==================== seg7_sum_display
seg7_sum_display/flops_by_reg.png
Scale bar: 20 um. Other sequential cells in the stronger grey, the rest of the logic in the fainter grey.
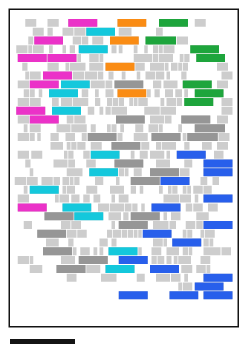
File: src/rtl/seg7_pkg.sv
// Shared types and constants for the adder-result 7-segment display slice.
package seg7_pkg;

  typedef enum logic {
    IDLE,
    CONVERT
  } state_t;

  localparam int unsigned BCD_W      = 12;
  localparam int unsigned ITER_COUNT = 9;

  // Active-low segment patterns, bit order {g,f,e,d,c,b,a}
  localparam logic [6:0] SEG_BLANK = 7'h7F;
  localparam logic [6:0] SEG_0     = 7'b1000000;
  localparam logic [6:0] SEG_1     = 7'b1111001;
  localparam logic [6:0] SEG_2     = 7'b0100100;
  localparam logic [6:0] SEG_3     = 7'b0110000;
  localparam logic [6:0] SEG_4     = 7'b0011001;
  localparam logic [6:0] SEG_5     = 7'b0010010;
  localparam logic [6:0] SEG_6     = 7'b0000010;
  localparam logic [6:0] SEG_7     = 7'b1111000;
  localparam logic [6:0] SEG_8     = 7'b0000000;
  localparam logic [6:0] SEG_9     = 7'b0010000;

endpackage

File: src/rtl/bcd_to_seg7.sv
// Combinational BCD digit to active-low 7-segment decoder; non-decimal codes blank.
module bcd_to_seg7
  import seg7_pkg::*;
(
  input  logic [3:0] digit,
  output logic [6:0] seg
);

  always_comb begin
    seg = SEG_BLANK;
    case (digit)
      4'd0: seg = SEG_0;
      4'd1: seg = SEG_1;
      4'd2: seg = SEG_2;
      4'd3: seg = SEG_3;
      4'd4: seg = SEG_4;
      4'd5: seg = SEG_5;
      4'd6: seg = SEG_6;
      4'd7: seg = SEG_7;
      4'd8: seg = SEG_8;
      4'd9: seg = SEG_9;
      default: seg = SEG_BLANK;
    endcase
  end

endmodule

File: src/rtl/seg7_sum_display.sv
// Captures a 9-bit adder result, converts it to BCD by serial double-dabble and
// scans it onto a common-anode 3-digit display. Optional: SEG7_LEADING_ZERO_BLANK_EN.
module seg7_sum_display
  import seg7_pkg::*;
#(
  parameter int unsigned SCAN_DIV = 50000
) (
  input  logic       clk,
  input  logic       rst,
  input  logic [8:0] value,
  input  logic       load,
  output logic       busy,
  output logic [6:0] seg,
  output logic [2:0] an
);

  localparam int unsigned SCAN_W = (SCAN_DIV > 2) ? $clog2(SCAN_DIV) : 1;

  state_t state_q, state_d;

  logic [8:0]       bin_q;
  logic [BCD_W-1:0] bcd_q;
  logic [3:0]       iter_q;
  logic [BCD_W-1:0] bcd_shift;
  logic [8:0]       bin_shift;
  logic [3:0]       nib;
  logic             carry;
  logic             start;
  logic             done;

  logic [3:0] dig_units, dig_tens, dig_hund;

  logic [SCAN_W-1:0] scan_q;
  logic [1:0]        idx_q;
  logic              scan_wrap;

  logic [3:0] sel_digit;
  logic [6:0] dec_seg;
  logic [6:0] seg_d;
  logic [2:0] an_d;

  assign busy = (state_q == CONVERT);

  // FSM next-state
  always_comb begin
    state_d = state_q;
    start   = 1'b0;
    done    = 1'b0;
    case (state_q)
      IDLE: begin
        if (load) begin
          start   = 1'b1;
          state_d = CONVERT;
        end
      end
      CONVERT: begin
        if (iter_q == 4'(ITER_COUNT - 1)) begin
          done    = 1'b1;
          state_d = IDLE;
        end
      end
      default: state_d = IDLE;
    endcase
  end

  always_ff @(posedge clk or posedge rst) begin
    if (rst) state_q <= IDLE;
    else     state_q <= state_d;
  end

  // Add-3 then shift; the bit leaving each nibble carries into the next one up.
  always_comb begin
    bcd_shift = '0;
    nib       = '0;
    carry     = bin_q[8];
    for (int unsigned i = 0; i < 3; i++) begin
      nib = bcd_q[4*i +: 4];
      if (nib >= 4'd5) nib = nib + 4'd3;
      bcd_shift[4*i +: 4] = {nib[2:0], carry};
      carry = nib[3];
    end
    bin_shift = {bin_q[7:0], 1'b0};
  end

  always_ff @(posedge clk or posedge rst) begin
    if (rst) begin
      bin_q  <= '0;
      bcd_q  <= '0;
      iter_q <= '0;
    end else if (start) begin
      bin_q  <= value;
      bcd_q  <= '0;
      iter_q <= '0;
    end else if (state_q == CONVERT) begin
      bin_q  <= bin_shift;
      bcd_q  <= bcd_shift;
      iter_q <= iter_q + 4'd1;
    end
  end

  // The final shift result goes straight to the display, so all digits flip together.
  always_ff @(posedge clk or posedge rst) begin
    if (rst) begin
      dig_units <= '0;
      dig_tens  <= '0;
      dig_hund  <= '0;
    end else if (done) begin
      dig_units <= bcd_shift[3:0];
      dig_tens  <= bcd_shift[7:4];
      dig_hund  <= bcd_shift[11:8];
    end
  end

  assign scan_wrap = (scan_q == SCAN_W'(SCAN_DIV - 1));

  always_ff @(posedge clk or posedge rst) begin
    if (rst) begin
      scan_q <= '0;
      idx_q  <= 2'd0;
    end else if (scan_wrap) begin
      scan_q <= '0;
      idx_q  <= (idx_q == 2'd2) ? 2'd0 : idx_q + 2'd1;
    end else begin
      scan_q <= scan_q + SCAN_W'(1);
    end
  end

  always_comb begin
    case (idx_q)
      2'd1:    sel_digit = dig_tens;
      2'd2:    sel_digit = dig_hund;
      default: sel_digit = dig_units;
    endcase
  end

  bcd_to_seg7 u_dec (
    .digit (sel_digit),
    .seg   (dec_seg)
  );

  always_comb begin
    seg_d = dec_seg;
    case (idx_q)
      2'd1:    an_d = 3'b101;
      2'd2:    an_d = 3'b011;
      default: an_d = 3'b110;
    endcase
`ifdef SEG7_LEADING_ZERO_BLANK_EN
    if (idx_q == 2'd2 && dig_hund == 4'd0)
      seg_d = SEG_BLANK;
    if (idx_q == 2'd1 && dig_hund == 4'd0 && dig_tens == 4'd0)
      seg_d = SEG_BLANK;
`endif
  end

  always_ff @(posedge clk or posedge rst) begin
    if (rst) begin
      an  <= 3'b110;
      seg <= SEG_0;
    end else begin
      an  <= an_d;
      seg <= seg_d;
    end
  end

endmodule

File: config.mk
export PLATFORM = sky130hd
export DESIGN_NAME = seg7_sum_display
export DESIGN_NICKNAME = d
export VERILOG_FILES = /design/src/rtl/seg7_pkg.sv /design/src/rtl/bcd_to_seg7.sv /design/src/rtl/seg7_sum_display.sv
export SDC_FILE = /design/constraint.sdc
export NUM_CORES = 1
export LEC_CHECK = 0
export CAP_MARGIN = 20
export CORE_ASPECT_RATIO = 1.4
export CORE_UTILIZATION = 50
export CTS_CLUSTER_SIZE = 40
export DETAILED_ROUTE_END_ITERATION = 16
export PLACE_DENSITY = 0.72
export SLEW_MARGIN = 40
export SYNTH_ARGS = -nofsm -noshare
export SYNTH_HDL_FRONTEND = slang
export SYNTH_SLANG_ARGS = --single-unit
File: constraint.sdc
create_clock -name clk -period 3.8 [get_ports clk]
set_input_delay 1.14 -clock clk [delete_from_list [all_inputs] [get_ports clk]]
set_output_delay 1.14 -clock clk [all_outputs]
set_load 0.05 [all_outputs]
==> flow_metrics.env <==
# flow metrics
export IMPL_status="completed"
export IMPL_wl_per_cell_um=13.2
export IMPL_setup_skew_after_layout_ns=0.00788
export IMPL_holdBufCountCts=0
export IMPL_diodes=0
export IMPL_dp_worst_setup_slack_ns=1.26
export IMPL_via_count_of_the_first_global_routing_pass=2234
export IMPL_setup_worst_path_end="seg[6]"
export IMPL_num_io_pins=23
export IMPL_globalRouteMet1Util_pct=22.2
export IMPL_r2r_start="idx_q[0]$_DFFE_PP0N_"
export IMPL_layout_worst_path_cycle_share_pct=72.9
export IMPL_placement_rows=34
export IMPL_grt_antenna_before_repair=0
export IMPL_cts_sinks=66
export IMPL_yosys_stat_seqShare_pct=50.5
export IMPL_met2_usage_pct=30.8
export IMPL_placedInstanceArea_sq_um=3550
export IMPL_final_critical_path_setup_slack_ns=1.03
export IMPL_xor_share_pct=4.54
export IMPL_grtUsageTotal_pct=18.0
export IMPL_nNonClkBuffers=26
export IMPL_syn_inst=306
export IMPL_drc=0
export IMPL_clk_transition_reported_paths_ns=0.07
export IMPL_final_common_cell="sky130_fd_sc_hd__dfrtp_1"
export IMPL_timing_fmax_ghz=0.361
export IMPL_share_seq_of_total_power_pct=41.0
export IMPL_drt_vias_per_instance=5.40
export IMPL_yosys_warnings=0
export IMPL_postSynthAreaPerCell_sq_um=10.7
Notes on seg7_sum_display/flops_by_reg.png above:
colour	name in the netlist	flops
orange	dig_units	4
green	seg	7
blue	scan_q	16
magenta	bin_q	9
cyan	bcd_q	12

flip-flops by register name, indices dropped and copies added (netlist names):
name / cells
scan_q: 16
bcd_q: 12
bin_q: 9
seg: 7
dig_hund: 4
dig_tens: 4
dig_units: 4
iter_q: 4
an: 3
idx_q: 2
busy: 1

==================== hazard_controller
$ cat src/rtl/hazard_pkg.sv
// ============================================================================
//  Module      : hazard_pkg
//  Description : Shared types, encodings and forwarding helper for the
//                RV32I hazard controller.
//  Revision    : 1.0 - initial release
// ============================================================================
`default_nettype none

package hazard_pkg;

    typedef enum logic [1:0] {
        IDLE = 2'd0,
        WAIT = 2'd1,
        ERR  = 2'd2
    } hz_state_t;

    localparam logic [1:0] FWD_RF   = 2'b00;
    localparam logic [1:0] FWD_WB   = 2'b01;
    localparam logic [1:0] FWD_MEM  = 2'b10;
    localparam logic [1:0] RES_LOAD = 2'b01;

    // MEM is the younger producer, so it must win over WB when both match.
    function automatic logic [1:0] fwd_sel(
        input logic [4:0] rs,
        input logic [4:0] rd_m,
        input logic       we_m,
        input logic [4:0] rd_w,
        input logic       we_w
    );
        if (we_m && (rd_m != 5'd0) && (rd_m == rs))
            return FWD_MEM;
        else if (we_w && (rd_w != 5'd0) && (rd_w == rs))
            return FWD_WB;
        else
            return FWD_RF;
    endfunction

endpackage

`default_nettype wire

$ cat src/rtl/hazard_perf_counters.sv
// ============================================================================
//  Module      : hazard_perf_counters
//  Description : Stall, flush and load-use event counters; wrap at 2^CNT_W
//                and hold while frozen.
//  Revision    : 1.0 - initial release
// ============================================================================
`default_nettype none

module hazard_perf_counters #(
    parameter int CNT_W = 32
) (
    input  logic             clk,
    input  logic             reset,
    input  logic             freeze,
    input  logic             stall_inc,
    input  logic             flush_inc,
    input  logic             load_use_inc,
    output logic [CNT_W-1:0] stall_cnt,
    output logic [CNT_W-1:0] flush_cnt,
    output logic [CNT_W-1:0] load_use_cnt
);

    logic [CNT_W-1:0] stall_cnt_d,    stall_cnt_q;
    logic [CNT_W-1:0] flush_cnt_d,    flush_cnt_q;
    logic [CNT_W-1:0] load_use_cnt_d, load_use_cnt_q;

    always_comb begin
        stall_cnt_d    = stall_cnt_q;
        flush_cnt_d    = flush_cnt_q;
        load_use_cnt_d = load_use_cnt_q;
        if (!freeze) begin
            if (stall_inc)    stall_cnt_d    = stall_cnt_q + 1'b1;
            if (flush_inc)    flush_cnt_d    = flush_cnt_q + 1'b1;
            if (load_use_inc) load_use_cnt_d = load_use_cnt_q + 1'b1;
        end
    end

    always_ff @(posedge clk) begin
        if (reset) begin
            stall_cnt_q    <= '0;
            flush_cnt_q    <= '0;
            load_use_cnt_q <= '0;
        end else begin
            stall_cnt_q    <= stall_cnt_d;
            flush_cnt_q    <= flush_cnt_d;
            load_use_cnt_q <= load_use_cnt_d;
        end
    end

    assign stall_cnt    = stall_cnt_q;
    assign flush_cnt    = flush_cnt_q;
    assign load_use_cnt = load_use_cnt_q;

endmodule

`default_nettype wire

$ cat src/rtl/hazard_controller.sv
// ============================================================================
//  Module      : hazard_controller
//  Description : 5-stage RV32I hazard unit: EX forwarding, load-use stalls,
//                branch flushes and data-memory handshake with timeout.
//                Define HZ_PERF_CNT_EN to build the performance counters.
//  Revision    : 1.0 - initial release
// ============================================================================
`default_nettype none

module hazard_controller #(
    parameter int MEM_TIMEOUT = 64,
    parameter int CNT_W       = 32
) (
    input  logic             clk,
    input  logic             reset,
    input  logic [4:0]       Rs1D,
    input  logic [4:0]       Rs2D,
    input  logic [4:0]       Rs1E,
    input  logic [4:0]       Rs2E,
    input  logic [4:0]       RdE,
    input  logic [4:0]       RdM,
    input  logic [4:0]       RdW,
    input  logic [1:0]       ResultSrcE,
    input  logic             RegWriteM,
    input  logic             RegWriteW,
    input  logic             PCSrcE,
    input  logic             MemAccessM,
    input  logic             DmemReadyM,
    output logic [1:0]       ForwardAE,
    output logic [1:0]       ForwardBE,
    output logic             StallF,
    output logic             StallD,
    output logic             StallE,
    output logic             StallM,
    output logic             StallW,
    output logic             FlushD,
    output logic             FlushE,
    output logic             DmemReqM,
    output logic             MemErr,
    output logic [CNT_W-1:0] StallCnt,
    output logic [CNT_W-1:0] FlushCnt,
    output logic [CNT_W-1:0] LoadUseCnt
);

    import hazard_pkg::*;

    localparam logic [15:0] WAIT_LAST = 16'(MEM_TIMEOUT - 1);

    hz_state_t   state_d,    state_q;
    logic [15:0] wait_cnt_d, wait_cnt_q;
    logic        w_lw_stall;
    logic        w_mem_stall;

    assign ForwardAE = fwd_sel(Rs1E, RdM, RegWriteM, RdW, RegWriteW);
    assign ForwardBE = fwd_sel(Rs2E, RdM, RegWriteM, RdW, RegWriteW);

    assign w_lw_stall  = (ResultSrcE == RES_LOAD) && (RdE != 5'd0) &&
                         ((RdE == Rs1D) || (RdE == Rs2D));
    assign w_mem_stall = ((state_q == IDLE) && MemAccessM && !DmemReadyM) ||
                         ((state_q == WAIT) && !DmemReadyM) ||
                         (state_q == ERR);

    // A memory freeze holds every stage, including W; the regfile rewrite is harmless.
    always_comb begin
        StallF = w_lw_stall;
        StallD = w_lw_stall;
        StallE = 1'b0;
        StallM = 1'b0;
        StallW = 1'b0;
        FlushD = PCSrcE;
        FlushE = w_lw_stall | PCSrcE;
        if (w_mem_stall) begin
            StallF = 1'b1;
            StallD = 1'b1;
            StallE = 1'b1;
            StallM = 1'b1;
            StallW = 1'b1;
            FlushD = 1'b0;
            FlushE = 1'b0;
        end
    end

    assign DmemReqM = ((state_q == IDLE) && MemAccessM) || (state_q == WAIT);
    assign MemErr   = (state_q == ERR);

    always_comb begin
        state_d    = state_q;
        wait_cnt_d = wait_cnt_q;
        case (state_q)
            IDLE: begin
                wait_cnt_d = '0;
                if (MemAccessM && !DmemReadyM)
                    state_d = WAIT;
            end
            WAIT: begin
                if (DmemReadyM) begin
                    state_d    = IDLE;
                    wait_cnt_d = '0;
                end else if (wait_cnt_q == WAIT_LAST) begin
                    state_d = ERR;
                end else begin
                    wait_cnt_d = wait_cnt_q + 16'd1;
                end
            end
            ERR:     state_d = ERR;
            default: state_d = IDLE;
        endcase
    end

    always_ff @(posedge clk) begin
        if (reset) begin
            state_q    <= IDLE;
            wait_cnt_q <= '0;
        end else begin
            state_q    <= state_d;
            wait_cnt_q <= wait_cnt_d;
        end
    end

`ifdef HZ_PERF_CNT_EN
    hazard_perf_counters #(
        .CNT_W(CNT_W)
    ) u_perf (
        .clk          (clk),
        .reset        (reset),
        .freeze       (state_q == ERR),
        .stall_inc    (StallF),
        .flush_inc    ((FlushD | FlushE) && !w_mem_stall),
        .load_use_inc (w_lw_stall && !w_mem_stall),
        .stall_cnt    (StallCnt),
        .flush_cnt    (FlushCnt),
        .load_use_cnt (LoadUseCnt)
    );
`else
    assign StallCnt   = '0;
    assign FlushCnt   = '0;
    assign LoadUseCnt = '0;
`endif

endmodule

`default_nettype wire

$ cat config.mk
export PLATFORM = sky130hd
export DESIGN_NAME = hazard_controller
export DESIGN_NICKNAME = d
export VERILOG_FILES = /design/src/rtl/hazard_pkg.sv /design/src/rtl/hazard_perf_counters.sv /design/src/rtl/hazard_controller.sv
export SDC_FILE = /design/constraint.sdc
export NUM_CORES = 1
export LEC_CHECK = 0
export ABC_CLOCK_PERIOD_IN_PS = 3290
export CAP_MARGIN = 20
export CORE_ASPECT_RATIO = 0.8
export CORE_MARGIN = 1.5
export CORE_UTILIZATION = 25
export CTS_BUF_LIST = sky130_fd_sc_hd__clkbuf_4
export CTS_CLUSTER_SIZE = 10
export DETAILED_ROUTE_END_ITERATION = 8
export SYNTH_ARGS = -nofsm -noshare
export SYNTH_HDL_FRONTEND = slang
export SYNTH_SLANG_ARGS = --single-unit
$ cat constraint.sdc
create_clock -name clk -period 3.29 [get_ports clk]
set_input_delay 0.8225 -clock clk [delete_from_list [all_inputs] [get_ports clk]]
set_output_delay 0.8225 -clock clk [all_outputs]
set_load 0.005 [all_outputs]
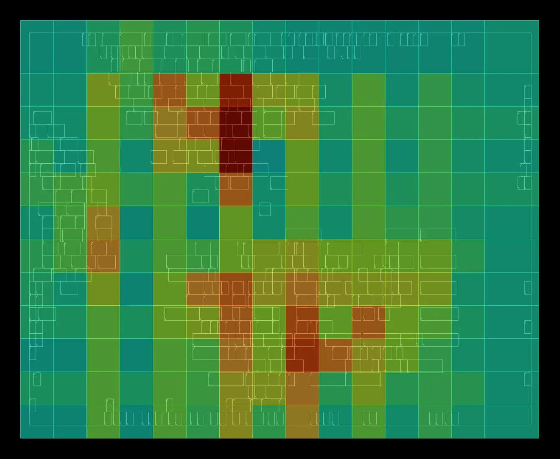
hazard_controller/congestion.png
met3 demand-to-capacity share in global routing: 2.24%
WL/cell: 10.6 um
highest-utilization routing layer at the global route stage: met2

==> flow_metrics.env <==
# flow metrics
export IMPL_yosysCellCount=282
export IMPL_pwr_group_clock_uw=114
export IMPL_cp_slowest_cell="sky130_fd_sc_hd__or4_1"
export IMPL_finalWirelength_um=4830
export IMPL_chip_area_sq_um=9370
export IMPL_synth_cells_most_frequent="sky130_fd_sc_hd__buf_4 (100), sky130_fd_sc_hd__xor2_1 (23), sky130_fd_sc_hd__nor2_1 (22)"
export IMPL_critPathMaxStageDelay_ns=0.54
export IMPL_postSynthRegisterBits=18
export IMPL_clock_latency_ns=0.30
export IMPL_area_fraction_in_and_or_nand_and_nor_cells_pct=23.4
export IMPL_asyncSetResetFlopFracSynth_pct=0
export IMPL_critPathCaptureType="output port"
export IMPL_clock_power_share_pct=22.5
export IMPL_wl_met2_um=2500
export IMPL_worst_hold_slack_ns=0.515
export IMPL_post_layout_total_power_uw=508
export IMPL_setup_skew_after_layout_ns=0.0136
export IMPL_layout_nets=392
export IMPL_setup_worst_path_end="ForwardAE[0]"
export IMPL_vdd_ir_drop_worst_mv=0.0987
export IMPL_filler_cell_count=891
export IMPL_xor_share_pct=13.1
export IMPL_compound_area_share_pct=10.3
export IMPL_final_antenna_net_count=0
export IMPL_layout_worst_path_cycle_share_pct=97.9
export IMPL_tritoncts_num_buffers=3
export IMPL_floorplan_core_area_sq_um=8520
export IMPL_ff2ff_path_depth=6
export IMPL_die_h_um=86.9
export IMPL_worstSetupPathType="in2out"
export IMPL_placement_rows=30
export IMPL_yosys_warnings=0
export IMPL_worst_ep_arrival_time_ns=2.40
export IMPL_drt_first_pass_iters=4
export IMPL_final_cell_count_no_fill=458
export IMPL_status="completed"
kinds of logic after synthesis:
logic type,Yosys count
adders and majority gates,1
other,1
buffers and inverters,107
and+or+nand+nor,86
AOI/OAI and AO/OA,36
xor gates and xnor gates,33
DFF,18
state kept, by name, summed over array words and instances (netlist names):
signal      flops
wait_cnt_q     16
state_q         2
repair_timing:
action	in CTS	in global routing
pin swaps	6	12
buffers inserted	0	1
endpoints found under the setup margin	7	8
hold buffers	0	0
gates resized	27	18

==================== bus_xfer_arbiter_flat
--- src/rtl/bus_xfer_arbiter_if.sv ---
// Bus-transfer arbiter port bundle: requesters drive req/dst (master), the arbiter drives
// the bus controls and completion pulses (slave).
interface bus_xfer_arbiter_if;
  logic [2:0] req;
  logic [1:0] dst0;
  logic [1:0] dst1;
  logic [1:0] dst2;
  logic [1:0] select;
  logic [2:0] read;
  logic [2:0] load;
  logic [2:0] inc;
  logic [2:0] ack;
  logic [2:0] err;
  logic       busy;

  modport master (
    output req, dst0, dst1, dst2,
    input  select, read, load, inc, ack, err, busy
  );

  modport slave (
    input  req, dst0, dst1, dst2,
    output select, read, load, inc, ack, err, busy
  );
endinterface

--- src/rtl/bus_xfer_arbiter.sv ---
// Round-robin owner of the shared AR/DR/PC bus; sequences select -> read -> load -> ack per grant.
// Latency: ack lands HOLD_CYCLES+3 cycles after req is seen in IDLE (+1 INC cycle with BUS_XFER_AUTOINC_EN).
// Backpressure: none; requesters hold req/dst until ack/err, one grant per IDLE visit.
module bus_xfer_arbiter #(
  parameter int HOLD_CYCLES = 1,
  parameter int NREQ        = 3
) (
  input  logic              clk,
  input  logic              rst,
  bus_xfer_arbiter_if.slave bus
);

  typedef enum logic [2:0] {
    IDLE,
    DRIVE,
    LOAD,
`ifdef BUS_XFER_AUTOINC_EN
    INC,
`endif
    ACK,
    REJECT
  } state_t;

  localparam logic [1:0] NO_DRV    = 2'b11;
  localparam logic [3:0] HOLD_INIT = 4'(HOLD_CYCLES - 1);

  state_t            state, state_nxt;
  logic [1:0]        src, src_nxt;
  logic [1:0]        dst, dst_nxt;
  logic [1:0]        ptr, ptr_nxt;
  logic [3:0]        hold, hold_nxt;
  logic [2:0]        pick;
  logic [1:0]        win_dst;

  logic [1:0]        select_nxt, select_q;
  logic [NREQ-1:0]   read_nxt, read_q;
  logic [NREQ-1:0]   load_nxt, load_q;
  logic [NREQ-1:0]   inc_nxt, inc_q;
  logic [NREQ-1:0]   ack_nxt, ack_q;
  logic [NREQ-1:0]   err_nxt, err_q;
  logic              busy_nxt, busy_q;

  function automatic logic [NREQ-1:0] onehot(input logic [1:0] idx);
    return {{(NREQ-1){1'b0}}, 1'b1} << idx;
  endfunction

  function automatic logic [1:0] wrap_inc(input logic [1:0] v);
    return (v == 2'd2) ? 2'd0 : v + 2'd1;
  endfunction

  // {valid, index} of the first requester at or after the pointer.
  function automatic logic [2:0] rr_pick(input logic [1:0] p, input logic [2:0] r);
    logic [1:0] c;
    rr_pick = 3'b000;
    c = p;
    for (int i = 0; i < 3; i++) begin
      if (r[c] && !rr_pick[2]) rr_pick = {1'b1, c};
      c = wrap_inc(c);
    end
  endfunction

  assign pick = rr_pick(ptr, bus.req);

  always_comb begin
    case (pick[1:0])
      2'd0:    win_dst = bus.dst0;
      2'd1:    win_dst = bus.dst1;
      default: win_dst = bus.dst2;
    endcase
  end

  always_ff @(posedge clk or posedge rst) begin
    if (rst) begin
      state <= IDLE;
      src   <= 2'd0;
      dst   <= 2'd0;
      ptr   <= 2'd0;
      hold  <= 4'd0;
    end else begin
      state <= state_nxt;
      src   <= src_nxt;
      dst   <= dst_nxt;
      ptr   <= ptr_nxt;
      hold  <= hold_nxt;
    end
  end

  always_comb begin
    state_nxt = state;
    src_nxt   = src;
    dst_nxt   = dst;
    ptr_nxt   = ptr;
    hold_nxt  = hold;
    case (state)
      IDLE: begin
        if (pick[2]) begin
          src_nxt = pick[1:0];
          dst_nxt = win_dst;
          if (win_dst == pick[1:0] || win_dst == 2'd3) begin
            state_nxt = REJECT;
          end else begin
            state_nxt = DRIVE;
            hold_nxt  = HOLD_INIT;
          end
        end
      end
      DRIVE: begin
        if (hold == 4'd0) state_nxt = LOAD;
        else              hold_nxt  = hold - 4'd1;
      end
`ifdef BUS_XFER_AUTOINC_EN
      LOAD:    state_nxt = INC;
      INC:     state_nxt = ACK;
`else
      LOAD:    state_nxt = ACK;
`endif
      ACK, REJECT: begin
        ptr_nxt   = wrap_inc(src);
        state_nxt = IDLE;
      end
      default: state_nxt = IDLE;
    endcase

    // Outputs are decoded for the state being entered so the flops line up with it.
    select_nxt = NO_DRV;
    read_nxt   = '0;
    load_nxt   = '0;
    inc_nxt    = '0;
    ack_nxt    = '0;
    err_nxt    = '0;
    busy_nxt   = (state_nxt != IDLE);
    case (state_nxt)
      DRIVE: begin
        select_nxt = src_nxt;
        read_nxt   = onehot(src_nxt);
      end
      LOAD: begin
        select_nxt = src_nxt;
        read_nxt   = onehot(src_nxt);
        load_nxt   = onehot(dst_nxt);
      end
`ifdef BUS_XFER_AUTOINC_EN
      INC:     inc_nxt = onehot(src_nxt);
`endif
      ACK:     ack_nxt = onehot(src_nxt);
      REJECT:  err_nxt = onehot(src_nxt);
      default: ;
    endcase
  end

  always_ff @(posedge clk or posedge rst) begin
    if (rst) begin
      select_q <= NO_DRV;
      read_q   <= '0;
      load_q   <= '0;
      inc_q    <= '0;
      ack_q    <= '0;
      err_q    <= '0;
      busy_q   <= 1'b0;
    end else begin
      select_q <= select_nxt;
      read_q   <= read_nxt;
      load_q   <= load_nxt;
      inc_q    <= inc_nxt;
      ack_q    <= ack_nxt;
      err_q    <= err_nxt;
      busy_q   <= busy_nxt;
    end
  end

  assign bus.select = select_q;
  assign bus.read   = read_q;
  assign bus.load   = load_q;
  assign bus.inc    = inc_q;
  assign bus.ack    = ack_q;
  assign bus.err    = err_q;
  assign bus.busy   = busy_q;

endmodule

--- src/flat_wrapper.sv ---
// flat-port wrapper written by rule: the top's interface ports become plain ports
module bus_xfer_arbiter_flat 
#(
  parameter int HOLD_CYCLES = 1,
  parameter int NREQ        = 3
)
  (clk, rst, bus_req, bus_dst0, bus_dst1, bus_dst2, bus_select, bus_read, bus_load, bus_inc, bus_ack, bus_err, bus_busy);
  bus_xfer_arbiter_if bus_i ();
  input  logic clk;
  input  logic rst;
  input wire logic [$bits(bus_i.req)-1:0] bus_req;
  input wire logic [$bits(bus_i.dst0)-1:0] bus_dst0;
  input wire logic [$bits(bus_i.dst1)-1:0] bus_dst1;
  input wire logic [$bits(bus_i.dst2)-1:0] bus_dst2;
  output wire logic [$bits(bus_i.select)-1:0] bus_select;
  output wire logic [$bits(bus_i.read)-1:0] bus_read;
  output wire logic [$bits(bus_i.load)-1:0] bus_load;
  output wire logic [$bits(bus_i.inc)-1:0] bus_inc;
  output wire logic [$bits(bus_i.ack)-1:0] bus_ack;
  output wire logic [$bits(bus_i.err)-1:0] bus_err;
  output wire logic [$bits(bus_i.busy)-1:0] bus_busy;
  assign bus_i.req = bus_req;
  assign bus_i.dst0 = bus_dst0;
  assign bus_i.dst1 = bus_dst1;
  assign bus_i.dst2 = bus_dst2;
  assign bus_select = bus_i.select;
  assign bus_read = bus_i.read;
  assign bus_load = bus_i.load;
  assign bus_inc = bus_i.inc;
  assign bus_ack = bus_i.ack;
  assign bus_err = bus_i.err;
  assign bus_busy = bus_i.busy;
  bus_xfer_arbiter #(.HOLD_CYCLES(HOLD_CYCLES), .NREQ(NREQ)) u_core (.clk(clk), .rst(rst), .bus(bus_i));
endmodule
--- config.mk ---
export PLATFORM = sky130hd
export DESIGN_NAME = bus_xfer_arbiter_flat
export DESIGN_NICKNAME = d
export VERILOG_FILES = /design/src/rtl/bus_xfer_arbiter_if.sv /design/src/rtl/bus_xfer_arbiter.sv /design/src/flat_wrapper.sv
export SDC_FILE = /design/constraint.sdc
export NUM_CORES = 1
export LEC_CHECK = 0
export CAP_MARGIN = 20
export CORE_MARGIN = 4
export CORE_UTILIZATION = 53
export CTS_CLUSTER_DIAMETER = 40
export DETAILED_ROUTE_END_ITERATION = 10
export PLACE_DENSITY_LB_ADDON = 0.08
export SETUP_SLACK_MARGIN = 0.5
export SLEW_MARGIN = 20
export SYNTH_ARGS = -nofsm -noshare
export SYNTH_HDL_FRONTEND = slang
export SYNTH_SLANG_ARGS = --single-unit
--- constraint.sdc ---
create_clock -name clk -period 4 [get_ports clk]
set_clock_uncertainty 0.2 [all_clocks]
set_input_delay 0.8 -clock clk [delete_from_list [all_inputs] [get_ports clk]]
set_output_delay 0.8 -clock clk [all_outputs]
set_load 0.02 [all_outputs]
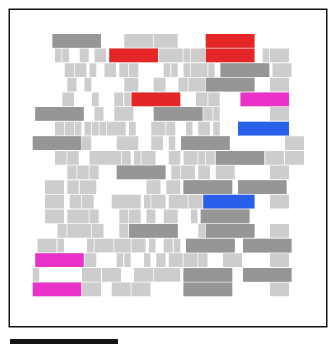
bus_xfer_arbiter_flat/flops_by_reg.png
Scale bar: 20 um. Other sequential cells in the stronger grey, the rest of the logic in the fainter grey.
colour	name in the netlist	flops
magenta	u_core.bus.err	3
red	u_core.hold	4
blue	u_core.bus.select	2
not coloured	19

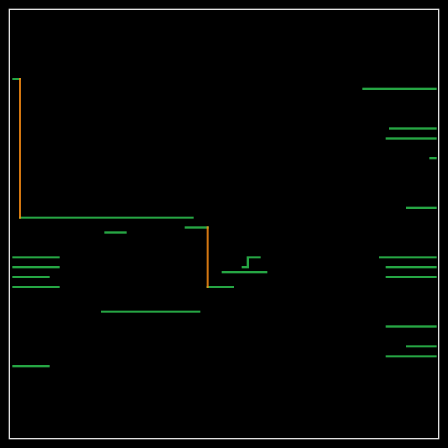
bus_xfer_arbiter_flat/wires.png
Only two layers are drawn.
colour	layer	wire length
green	metal 3	151 um
orange	metal 4	27.2 um

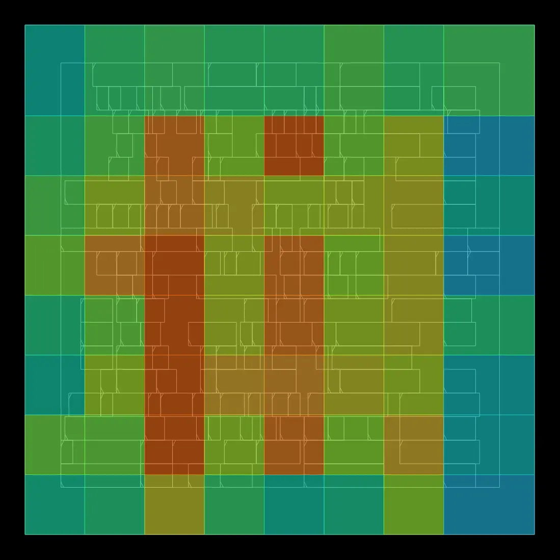
bus_xfer_arbiter_flat/congestion.png
final core utilization: 67.2%
Global Route met2 Usage: 32.2%
combined global-route utilization of all metal layers: 18.5%
met3 demand-to-capacity share in global routing: 2.63%
WL/cell: 14.8 um

logic make-up (layout without fill, tap and decap cells):
kind of cell               after synthesis  after routing  share of synthesized area [%]
AOI/OAI and AO/OA                       30             30                           15.7
xor gates and xnor gates                 3              3                           1.92
adders and majority gates                2              2                           1.83
buffers and inverters                   14             37                           4.67
DFF                                     28             28                           51.5
muxes                                    2              2                           1.83
other                                    1              3                          0.274
and+or+nand+nor                         58             58                           22.3
metal layers:
metal	up-vias	GRT usage [%]	part of all wire [%]
met5	-	0	0
met4	0	5.83	0.95
met3	4	2.63	5.3
met2	27	32.2	49
met1	533	23.6	45
li1	523	-	-
==> flow_metrics.env <==
# flow metrics
export IMPL_drc=0
export IMPL_final_antenna_net_count=0
export IMPL_ff2ff_path_depth=6
export IMPL_grt_first_pass_wirelength_um=4850
export IMPL_setup_worst_path_end="u_core.hold[1]$_DFFE_PP0P_"
export IMPL_timing_fmax_ghz=0.361
export IMPL_drt_first_iter_violations=26
export IMPL_internal_power_uw=694
export IMPL_filler_cell_count=214
export IMPL_post_layout_total_power_uw=1190
export IMPL_setup_reg_to_reg_worst_slack_ns=1.70
export IMPL_mi_logic_area_sq_um=607
export IMPL_clkbuf_count=4
export IMPL_clock_area_share_pct=2.18
export IMPL_tritoncts_clock_tree="done"
export IMPL_yosys_stat_seqShare_pct=51.5
export IMPL_yosysCellCount=138
export IMPL_num_io_pins=29
export IMPL_max_cap_violations=0
export IMPL_chip_area_yosys_sq_um=1370
export IMPL_p_leak_uw=0.000737
export IMPL_synthesis_area_sq_um=1370
export IMPL_timing_worst_slew_pin_value_ns=0.947
export IMPL_pwr_density_cell_nw_per_um2=712
export IMPL_status="completed"
export IMPL_chip_area_sq_um=3450
export IMPL_diodes=0
export IMPL_post_synth_top_area_fraction_pct=47.6
export IMPL_gp_routability_congestion=0.804
export IMPL_worst_hold_slack_ns=0.292
export IMPL_rsz0062_at_grt="no"
export IMPL_slew_headroom_pct=36.7
export IMPL_yosys_warnings=0
export IMPL_worst_ep_arrival_time_ns=2.81
export IMPL_grt_max_degree=29
export IMPL_largest_register_ff_count=4
export IMPL_stdcell_area_sq_um=1660
export IMPL_final_nonclk_buf_share_pct=15.0
export IMPL_final_common_cell="sky130_fd_sc_hd__dfrtp_1"


==> layout pictures side by side <==
Drive-strength map.
picture 1
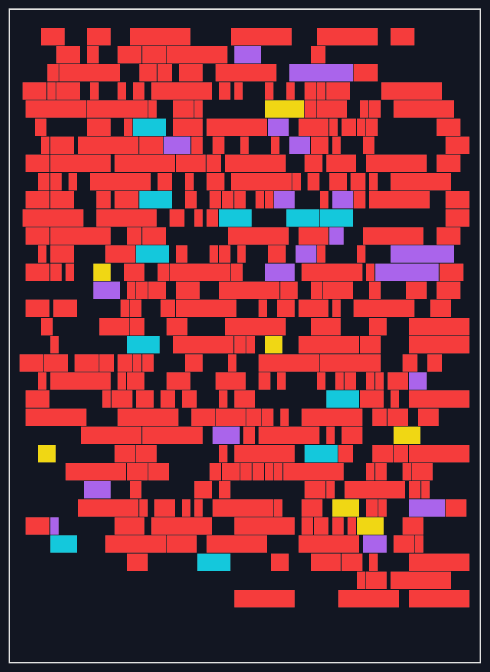
picture 2
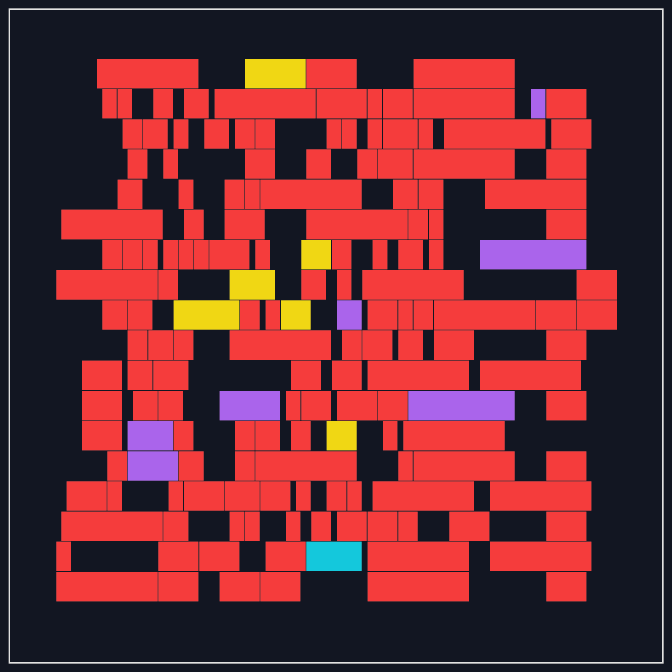
picture 3
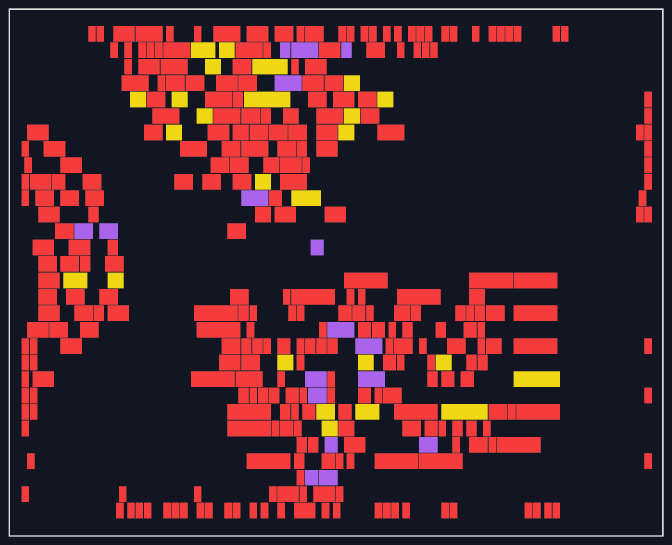
| from | picture |
|---|---|
| hazard_controller | picture 3 |
| bus_xfer_arbiter_flat | picture 2 |
| seg7_sum_display | picture 1 |

